# ---- fetch_unit_flat ----
**fetch_unit_flat: cell area per tile**

13 x 13 tiles, from white (low) to dark blue (high), 0 to 100% covered.
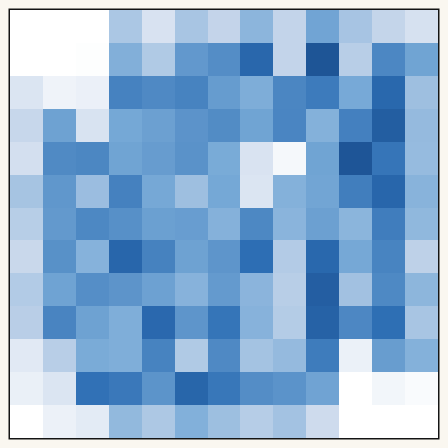

==> src/rtl/fetch_unit_pkg.sv <==
// Shared fetch-stage definitions: PC width, reset/ROM defaults, the IF/ID
// entry layout and the fetch-address legality check. Decode, hazard and ROM
// blocks import this package as well.
package fetch_unit_pkg;

   localparam int          PC_WIDTH         = 32;
   localparam logic [31:0] MIPS_NOP         = 32'h0000_0000;
   localparam logic [31:0] RESET_PC_DEFAULT = 32'h0000_3000;
   localparam logic [31:0] IM_BASE_DEFAULT  = 32'h0000_3000;
   localparam int unsigned IM_WORDS_DEFAULT = 4096;

   // One IF/ID pipeline register entry as seen by the decode stage.
   typedef struct packed {
      logic [PC_WIDTH-1:0] pc;
      logic [31:0]         instr;
      logic                valid;
      logic                adel;
   } if_id_t;

   // True when pc is misaligned or outside [base, base + 4*words).
   // The bounds are formed in 33 bits so a ROM ending at 2^32 cannot wrap.
   function automatic logic fetch_addr_illegal(input logic [PC_WIDTH-1:0] pc,
                                               input logic [PC_WIDTH-1:0] base,
                                               input int unsigned         words);
      logic [PC_WIDTH:0] addr;
      logic [PC_WIDTH:0] lo;
      logic [PC_WIDTH:0] hi;
      addr = {1'b0, pc};
      lo   = {1'b0, base};
      hi   = lo + ({1'b0, words} << 2);
      return (pc[1:0] != 2'b00) | (addr < lo) | (addr >= hi);
   endfunction

endpackage

==> src/rtl/fetch_unit_if.sv <==
// Bundle of the fetch stage's pipeline-control, ROM and IF/ID signals.
// The fetch unit takes the master side; the pipeline/ROM environment the slave.
interface fetch_unit_if;
   import fetch_unit_pkg::*;

   logic                stall;
   logic                flush;
   logic                redirect_valid;
   logic [PC_WIDTH-1:0] redirect_target;
   logic [PC_WIDTH-1:0] im_addr;
   logic [31:0]         im_instr;
   logic [PC_WIDTH-1:0] d_pc;
   logic [31:0]         d_instr;
   logic                d_valid;
   logic                d_adel;

   modport master (
      input  stall, flush, redirect_valid, redirect_target, im_instr,
      output im_addr, d_pc, d_instr, d_valid, d_adel
   );

   modport slave (
      output stall, flush, redirect_valid, redirect_target, im_instr,
      input  im_addr, d_pc, d_instr, d_valid, d_adel
   );

endinterface

==> src/rtl/fetch_unit_if_id_reg.sv <==
// IF/ID pipeline register. Reset clears it, flush inserts a bubble (even
// while stalled), stall holds it, otherwise it captures the fetched entry.
module if_id_reg
   import fetch_unit_pkg::*;
(
   input  logic   clk,
   input  logic   reset,
   input  logic   stall,
   input  logic   flush,
   input  if_id_t load,
   output if_id_t q
);

   // Register update in priority order: reset, flush bubble, stall hold, load.
   always_ff @(posedge clk) begin
      if (reset) begin
         q <= '0;
      end else if (flush) begin
         q.pc    <= load.pc;
         q.instr <= MIPS_NOP;
         q.valid <= 1'b0;
         q.adel  <= 1'b0;
      end else if (!stall) begin
         q <= load;
      end
   end

endmodule

==> src/rtl/fetch_unit.sv <==
// Instruction-fetch stage: owns the fetch PC, addresses the combinational
// instruction ROM, flags illegal fetch addresses and feeds IF/ID.
module fetch_unit
   import fetch_unit_pkg::*;
#(
   parameter logic [PC_WIDTH-1:0] RESET_PC = RESET_PC_DEFAULT,
   parameter logic [PC_WIDTH-1:0] IM_BASE  = IM_BASE_DEFAULT,
   parameter int unsigned         IM_WORDS = IM_WORDS_DEFAULT
)
(
   input logic           clk,
   input logic           reset,
   fetch_unit_if.master  bus
);

   logic [PC_WIDTH-1:0] f_pc;
   logic [PC_WIDTH-1:0] next_pc;
   logic                f_adel;
   if_id_t              fetch_entry;
   if_id_t              if_id_q;

   // Next-PC select: a decode redirect wins over sequential fetch; the +4 wraps.
   always_comb begin
      next_pc = f_pc + 32'd4;
      if (bus.redirect_valid) begin
         next_pc = bus.redirect_target;
      end
   end

   // Fetch PC register; a stall freezes it and drops any redirect on the floor,
   // since decode keeps presenting the redirect until the stall clears.
   always_ff @(posedge clk) begin
      if (reset) begin
         f_pc <= RESET_PC;
      end else if (!stall_q()) begin
         f_pc <= next_pc;
      end
   end

   function automatic logic stall_q();
      return bus.stall;
   endfunction

   // Illegal fetches still advance the pipeline but carry a NOP and the flag.
   always_comb begin
      f_adel            = fetch_addr_illegal(f_pc, IM_BASE, IM_WORDS);
      fetch_entry.pc    = f_pc;
      fetch_entry.instr = f_adel ? MIPS_NOP : bus.im_instr;
      fetch_entry.valid = 1'b1;
      fetch_entry.adel  = f_adel;
   end

   if_id_reg u_if_id_reg (
      .clk   (clk),
      .reset (reset),
      .stall (bus.stall),
      .flush (bus.flush),
      .load  (fetch_entry),
      .q     (if_id_q)
   );

   assign bus.im_addr = f_pc;
   assign bus.d_pc    = if_id_q.pc;
   assign bus.d_instr = if_id_q.instr;
   assign bus.d_valid = if_id_q.valid;
   assign bus.d_adel  = if_id_q.adel;

endmodule
==> src/flat_wrapper.sv <==
// flat-port wrapper written by rule: the top's interface ports become plain ports
module fetch_unit_flat import fetch_unit_pkg::*;
#(
   parameter logic [PC_WIDTH-1:0] RESET_PC = RESET_PC_DEFAULT,
   parameter logic [PC_WIDTH-1:0] IM_BASE  = IM_BASE_DEFAULT,
   parameter int unsigned         IM_WORDS = IM_WORDS_DEFAULT
)
  (clk, reset, bus_stall, bus_flush, bus_redirect_valid, bus_redirect_target, bus_im_instr, bus_im_addr, bus_d_pc, bus_d_instr, bus_d_valid, bus_d_adel);
  fetch_unit_if bus_i ();
  input logic clk;
  input logic reset;
  input wire logic [$bits(bus_i.stall)-1:0] bus_stall;
  input wire logic [$bits(bus_i.flush)-1:0] bus_flush;
  input wire logic [$bits(bus_i.redirect_valid)-1:0] bus_redirect_valid;
  input wire logic [$bits(bus_i.redirect_target)-1:0] bus_redirect_target;
  input wire logic [$bits(bus_i.im_instr)-1:0] bus_im_instr;
  output wire logic [$bits(bus_i.im_addr)-1:0] bus_im_addr;
  output wire logic [$bits(bus_i.d_pc)-1:0] bus_d_pc;
  output wire logic [$bits(bus_i.d_instr)-1:0] bus_d_instr;
  output wire logic [$bits(bus_i.d_valid)-1:0] bus_d_valid;
  output wire logic [$bits(bus_i.d_adel)-1:0] bus_d_adel;
  assign bus_i.stall = bus_stall;
  assign bus_i.flush = bus_flush;
  assign bus_i.redirect_valid = bus_redirect_valid;
  assign bus_i.redirect_target = bus_redirect_target;
  assign bus_i.im_instr = bus_im_instr;
  assign bus_im_addr = bus_i.im_addr;
  assign bus_d_pc = bus_i.d_pc;
  assign bus_d_instr = bus_i.d_instr;
  assign bus_d_valid = bus_i.d_valid;
  assign bus_d_adel = bus_i.d_adel;
  fetch_unit #(.RESET_PC(RESET_PC), .IM_BASE(IM_BASE), .IM_WORDS(IM_WORDS)) u_core (.clk(clk), .reset(reset), .bus(bus_i));
endmodule
==> config.mk <==
export PLATFORM = sky130hd
export DESIGN_NAME = fetch_unit_flat
export DESIGN_NICKNAME = d
export VERILOG_FILES = /design/src/rtl/fetch_unit_pkg.sv /design/src/rtl/fetch_unit_if.sv /design/src/rtl/fetch_unit_if_id_reg.sv /design/src/rtl/fetch_unit.sv /design/src/flat_wrapper.sv
export SDC_FILE = /design/constraint.sdc
export NUM_CORES = 1
export LEC_CHECK = 0
export ABC_CLOCK_PERIOD_IN_PS = 2290
export CORE_MARGIN = 2
export CORE_UTILIZATION = 35
export CTS_BUF_LIST = sky130_fd_sc_hd__clkbuf_16
export CTS_CLUSTER_SIZE = 24
export DETAILED_ROUTE_END_ITERATION = 6
export GPL_TIMING_DRIVEN = 0
export HOLD_SLACK_MARGIN = 0.03
export PLACE_DENSITY_LB_ADDON = 0.15
export SYNTH_ARGS = -nofsm -noshare
export SYNTH_HDL_FRONTEND = slang
export SYNTH_HIERARCHICAL = 1
export SYNTH_SLANG_ARGS = --single-unit
==> constraint.sdc <==
create_clock -name clk -period 2.29 [get_ports clk]
set_input_delay 0.458 -clock clk [delete_from_list [all_inputs] [get_ports clk]]
set_output_delay 0.458 -clock clk [all_outputs]
set_load 0.05 [all_outputs]
# ---- inst_buffer ----
[config.mk]
export PLATFORM = sky130hd
export DESIGN_NAME = inst_buffer
export DESIGN_NICKNAME = d
export VERILOG_FILES = /design/src/rtl/inst_buffer.sv
export SDC_FILE = /design/constraint.sdc
export NUM_CORES = 1
export LEC_CHECK = 0
export CAP_MARGIN = 20
export CORE_UTILIZATION = 33
export DETAILED_ROUTE_END_ITERATION = 12
export SYNTH_ARGS = -nofsm -noshare
export SYNTH_HDL_FRONTEND = slang
export SYNTH_SLANG_ARGS = --single-unit
[constraint.sdc]
create_clock -name clock -period 13.8 [get_ports clock]
set_input_delay 2.76 -clock clock [delete_from_list [all_inputs] [get_ports clock]]
set_output_delay 2.76 -clock clock [all_outputs]
set_load 0.02 [all_outputs]
[src/rtl/inst_buffer.sv]
// Instruction buffer between fetch and dispatch: a circular FIFO of predicted
// instructions with a one-cycle RECOVER bubble after a mispredict flush.
module inst_buffer #(
    parameter int DEPTH = 8,
    parameter int XLEN  = 32
) (
    input  logic                     clock,
    input  logic                     reset,
    input  logic                     in_valid,
    input  logic [XLEN-1:0]          in_pc,
    input  logic [31:0]              in_inst,
    input  logic [XLEN-1:0]          in_pred_npc,
    input  logic                     in_pred_taken,
    output logic                     in_ready,
    output logic                     out_valid,
    output logic [XLEN-1:0]          out_pc,
    output logic [31:0]              out_inst,
    output logic [XLEN-1:0]          out_pred_npc,
    output logic                     out_pred_taken,
    input  logic                     out_ready,
    input  logic                     flush,
    output logic [$clog2(DEPTH):0]   count,
    output logic                     full,
    output logic                     empty
);

    localparam int AW = $clog2(DEPTH);
    localparam int CW = AW + 1;

    localparam logic [0:0] ST_RUN     = 1'b0;
    localparam logic [0:0] ST_RECOVER = 1'b1;

    logic [0:0]      state;
    logic [AW-1:0]   head;
    logic [AW-1:0]   tail;

    logic [XLEN-1:0] pc_mem   [DEPTH];
    logic [31:0]     inst_mem [DEPTH];
    logic [XLEN-1:0] npc_mem  [DEPTH];
    logic            tkn_mem  [DEPTH];

    logic push;
    logic pop;

    assign full      = (count == CW'(DEPTH));
    assign empty     = (count == '0);
    assign in_ready  = !full  && (state == ST_RUN);
    assign out_valid = !empty && (state == ST_RUN);

    assign push = in_valid  && in_ready;
    assign pop  = out_valid && out_ready;

    assign out_pc         = pc_mem[head];
    assign out_inst       = inst_mem[head];
    assign out_pred_npc   = npc_mem[head];
    assign out_pred_taken = tkn_mem[head];

    // NOTE: entry storage has no reset; occupancy is tracked by count, so stale
    // contents are never presented as valid and the array maps to plain RAM.
    always_ff @(posedge clock) begin
        if (push && !flush) begin
            pc_mem[tail]   <= in_pc;
            inst_mem[tail] <= in_inst;
            npc_mem[tail]  <= in_pred_npc;
            tkn_mem[tail]  <= in_pred_taken;
        end
    end

    // Flush wins over push/pop in either state; RECOVER lasts until flush drops.
    always_ff @(posedge clock or negedge reset) begin
        if (!reset) begin
            state <= ST_RUN;
            head  <= '0;
            tail  <= '0;
            count <= '0;
        end else if (flush) begin
            state <= ST_RECOVER;
            head  <= '0;
            tail  <= '0;
            count <= '0;
        end else begin
            state <= ST_RUN;
            if (push) tail <= tail + 1'b1;
            if (pop)  head <= head + 1'b1;
            if (push && !pop)      count <= count + 1'b1;
            else if (pop && !push) count <= count - 1'b1;
        end
    end

endmodule


## Gallery

Cell outlines without signal wires.
Plate I
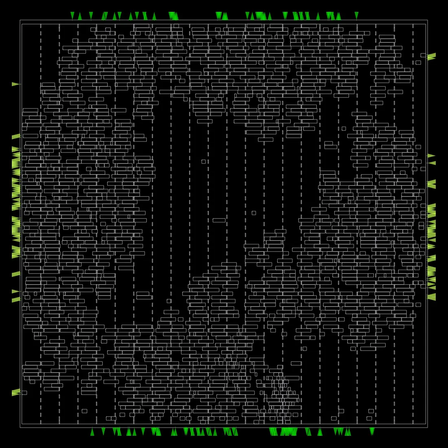
Plate II
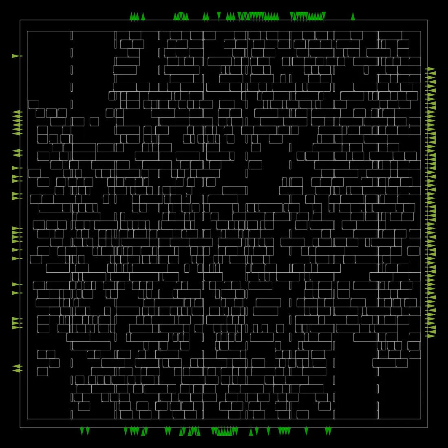
Plate I: inst_buffer
Plate II: fetch_unit_flat

**fetch_unit_flat: cell sizes after repair**

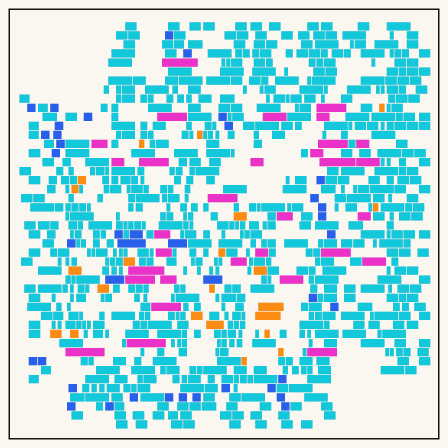
| color | size | cells | share |
|---|---|---|---|
| magenta | drive 6 and up | 31 | 3.9% |
| blue | drive 3 to 4 | 40 | 5.1% |
| orange | drive 2 | 22 | 2.8% |
| cyan | drive 1 or less | 699 | 88% |
layout buffer count excluding clock buffers: 247
setup slack after layout: 0.0354 ns
area grow syn2layout: 41.9%
post-route design area: 7720 sq um

Notes on 'cell area per tile' of fetch_unit_flat above:
nearly empty tiles: 6.5%
emptiest ninth of the die: upper left
tiles over 75% full: 7.7%
mean over tiles: 45%
Initial Util: 0.358
core box area: 15200 sq um

==> run summary, fetch_unit_flat <==
Figures from the flow reports.

Outcome:
- The flow ran to the end, and the final reports show no timing, DRC or antenna violations.

Critical path:
- For reference, the critical path is launched at u_core/bus.im_addr[5].
- The run gives the worst reg-to-reg path cell count as 6.
- Data on the critical path is required at its endpoint by 1.83 ns.
- Following the worst setup path forward leads to its endpoint at bus_im_addr[5].
- The worst setup path is captured at an output port.

Synth:
- The post-synth count of flops with an enable pin is 0.
- The commonest register cell is dfxtp_1.
- Looking at the gate-level netlist, the highest instance count belongs to dfxtp_1.
- The run puts the count of different cell masters after synthesis at 60.
- The run puts the fraction of post-synthesis cell area in the top cell type by area at 0.361.
- The run puts the area figure in the yosys stat output at 5440 sq um.
- Ranked by instance count, the synthesized netlist is headed by dfxtp_1 (98), nor2_1 (63), mux2i_1 (46).

Finish:
- Counting flops per register, the top entry is u_core/u_if_id_reg/q.
- By instance count after routing, the leading logic cell types are clkdlybuf4s50_1 (147), dfxtp_1 (96), nor2_1 (63).

STA:
- The run gives the transition at the pin with the smallest max-transition slack as 0.684 ns.
- The run gives the clock period minus worst slack as 2.25 ns.
- The run gives the worst relative slew slack as 0.544.

Power and ir drop:
- The run puts the cell internal power dissipation at 0.00326 W.
- The run puts the fraction of power consumed by sequential logic at 0.410.
- The run gives the static power due to leakage as 3.10 nW.

Route:
- For this block, wires on met1 add up to 7260 um.
- The run gives the highest metal layer with signal wires as met4.
- Wire segments on met3 add up to 1240 um in the final route.

Flow run:
- Across all stage logs, warnings added up to 28.

Place:
- The run puts the HPWL after detailed placement at 12400 um.

Global route:
- Per the GRT log, the top usage layer is met2.

Clock network:
- The run gives the clock buffer count from CTS as 9.
## fetch_unit_flat: area by class of cell
class,instances,area [sq um]
well taps,188,235
repair buffers,167,1670
inverters,12,45.0
multi-input cells,420,2800
clock inverters,6,106
fillers,1460,7480
flip-flops and latches,98,1960
plain buffers,80,671
clock buffers,9,225
## fetch_unit_flat: stage by stage
stage / utilization / area [sq um] / std cells
detailed placement: 0.482 / 7330 / 963
floorplan: - / 5440 / 610
finish: 0.508 / 7720 / 980
global placement: 0.482 / 7330 / 963
global route: 0.508 / 7720 / 980
CTS: 0.504 / 7660 / 978
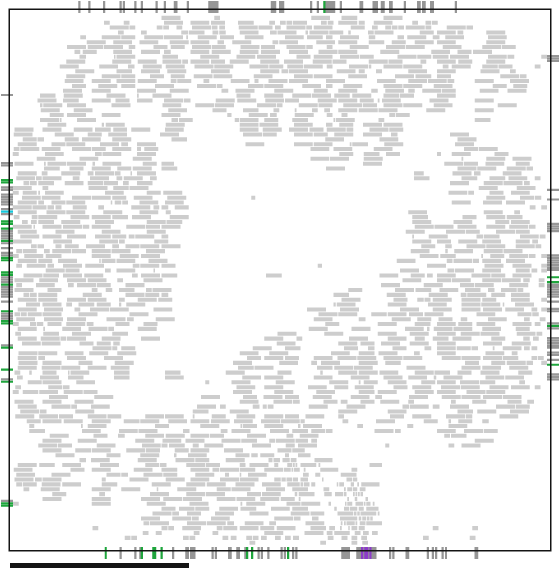
**Above:** inst_buffer (pin map).
The bar under the picture is 100 um long. Pins as bars across the die edge, other pins in gray.
| color | port | pins | direction | edge |
|---|---|---|---|---|
| cyan | out_pred_taken | 1 | output | left |
| green | in_pc | 32 | input | 19 left, 8 bottom, 4 right, 1 top |
| purple | count | 4 | output | bottom |
width of the die: 302 um
die height: 302 um
number of I/O port buffers: 206

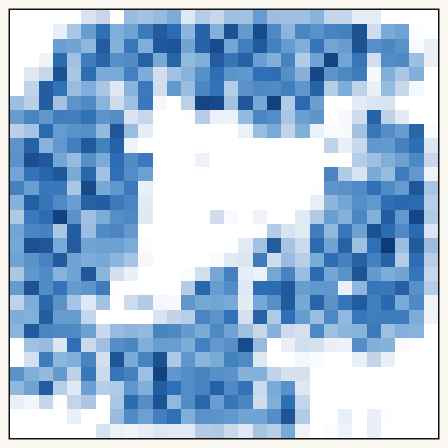
**Above:** inst_buffer (cell area per tile).
30 x 30 tiles, from white (low) to dark blue (high), 0 to 100% covered.
tiles over 75% full: 11%
densest ninth of the die: middle left
fullest tile: 96%
mean over tiles: 38%
nearly empty tiles: 23%
Initial Util: 0.335
final core utilization: 0.409
core box area: 88800 sq um

==> run summary, inst_buffer <==
Figures from the flow reports.

Synth:
- Counting instances in the post-synthesis netlist gives the leading cell types as edfxtp_1 (776), mux4_2 (194), mux2_2 (97).
- For reference, the post-synthesis area per instance comes to 24.7 sq um.
- Per the synthesis report, the simple-gate share of the synthesized area is 0.00770.
- The run puts the synthesized netlist net count at 1311.

Finish:
- The run puts the final instance area at 36300 sq um.

Critical path:
- OpenSTA lists the critical path startpoint as head[1].
- The run gives the number of buffers and inverters on the critical path as 3.
- The run puts the largest fanout on the critical path at 47.
- Per STA, the highest per-stage delay on the worst path measures 0.95 ns.
- The data arrival time reported for the critical path is 4.34 ns.

Outcome:
- The flow ran to the end, and the final reports show no timing, DRC or antenna violations.

Floorplan:
- Row generation in the floorplan step produced 109 rows.

Power and ir drop:
- The power report attributes to the clock group a share of 0.424.

Route:
- The run gives the final routed DRC violation total as 0.

Place:
- The run gives the number of placed cells counting well taps as 2539.

STA:
- The run gives the transition at the pin with the smallest max-transition slack as 1.09 ns.
inst_buffer: layer usage:
metal  global-route usage  routed length [um]
met3               0.0326                3250
met4               0.0429                1580
met2                0.240               32100
met5                    0                  51
met1                0.168               25100
inst_buffer: cell type report:
type | count | area share
multi-input combinational | 352 | 0.164
antenna | 2 | 0.000138
inverter | 9 | 0.000931
tap | 1165 | 0.0402
clock inverter | 59 | 0.0196
clock buffer | 100 | 0.0619
sequential | 787 | 0.650
timing repair buffer | 226 | 0.0627

Power figures rest on the tool's default switching activity, not on a simulated workload.
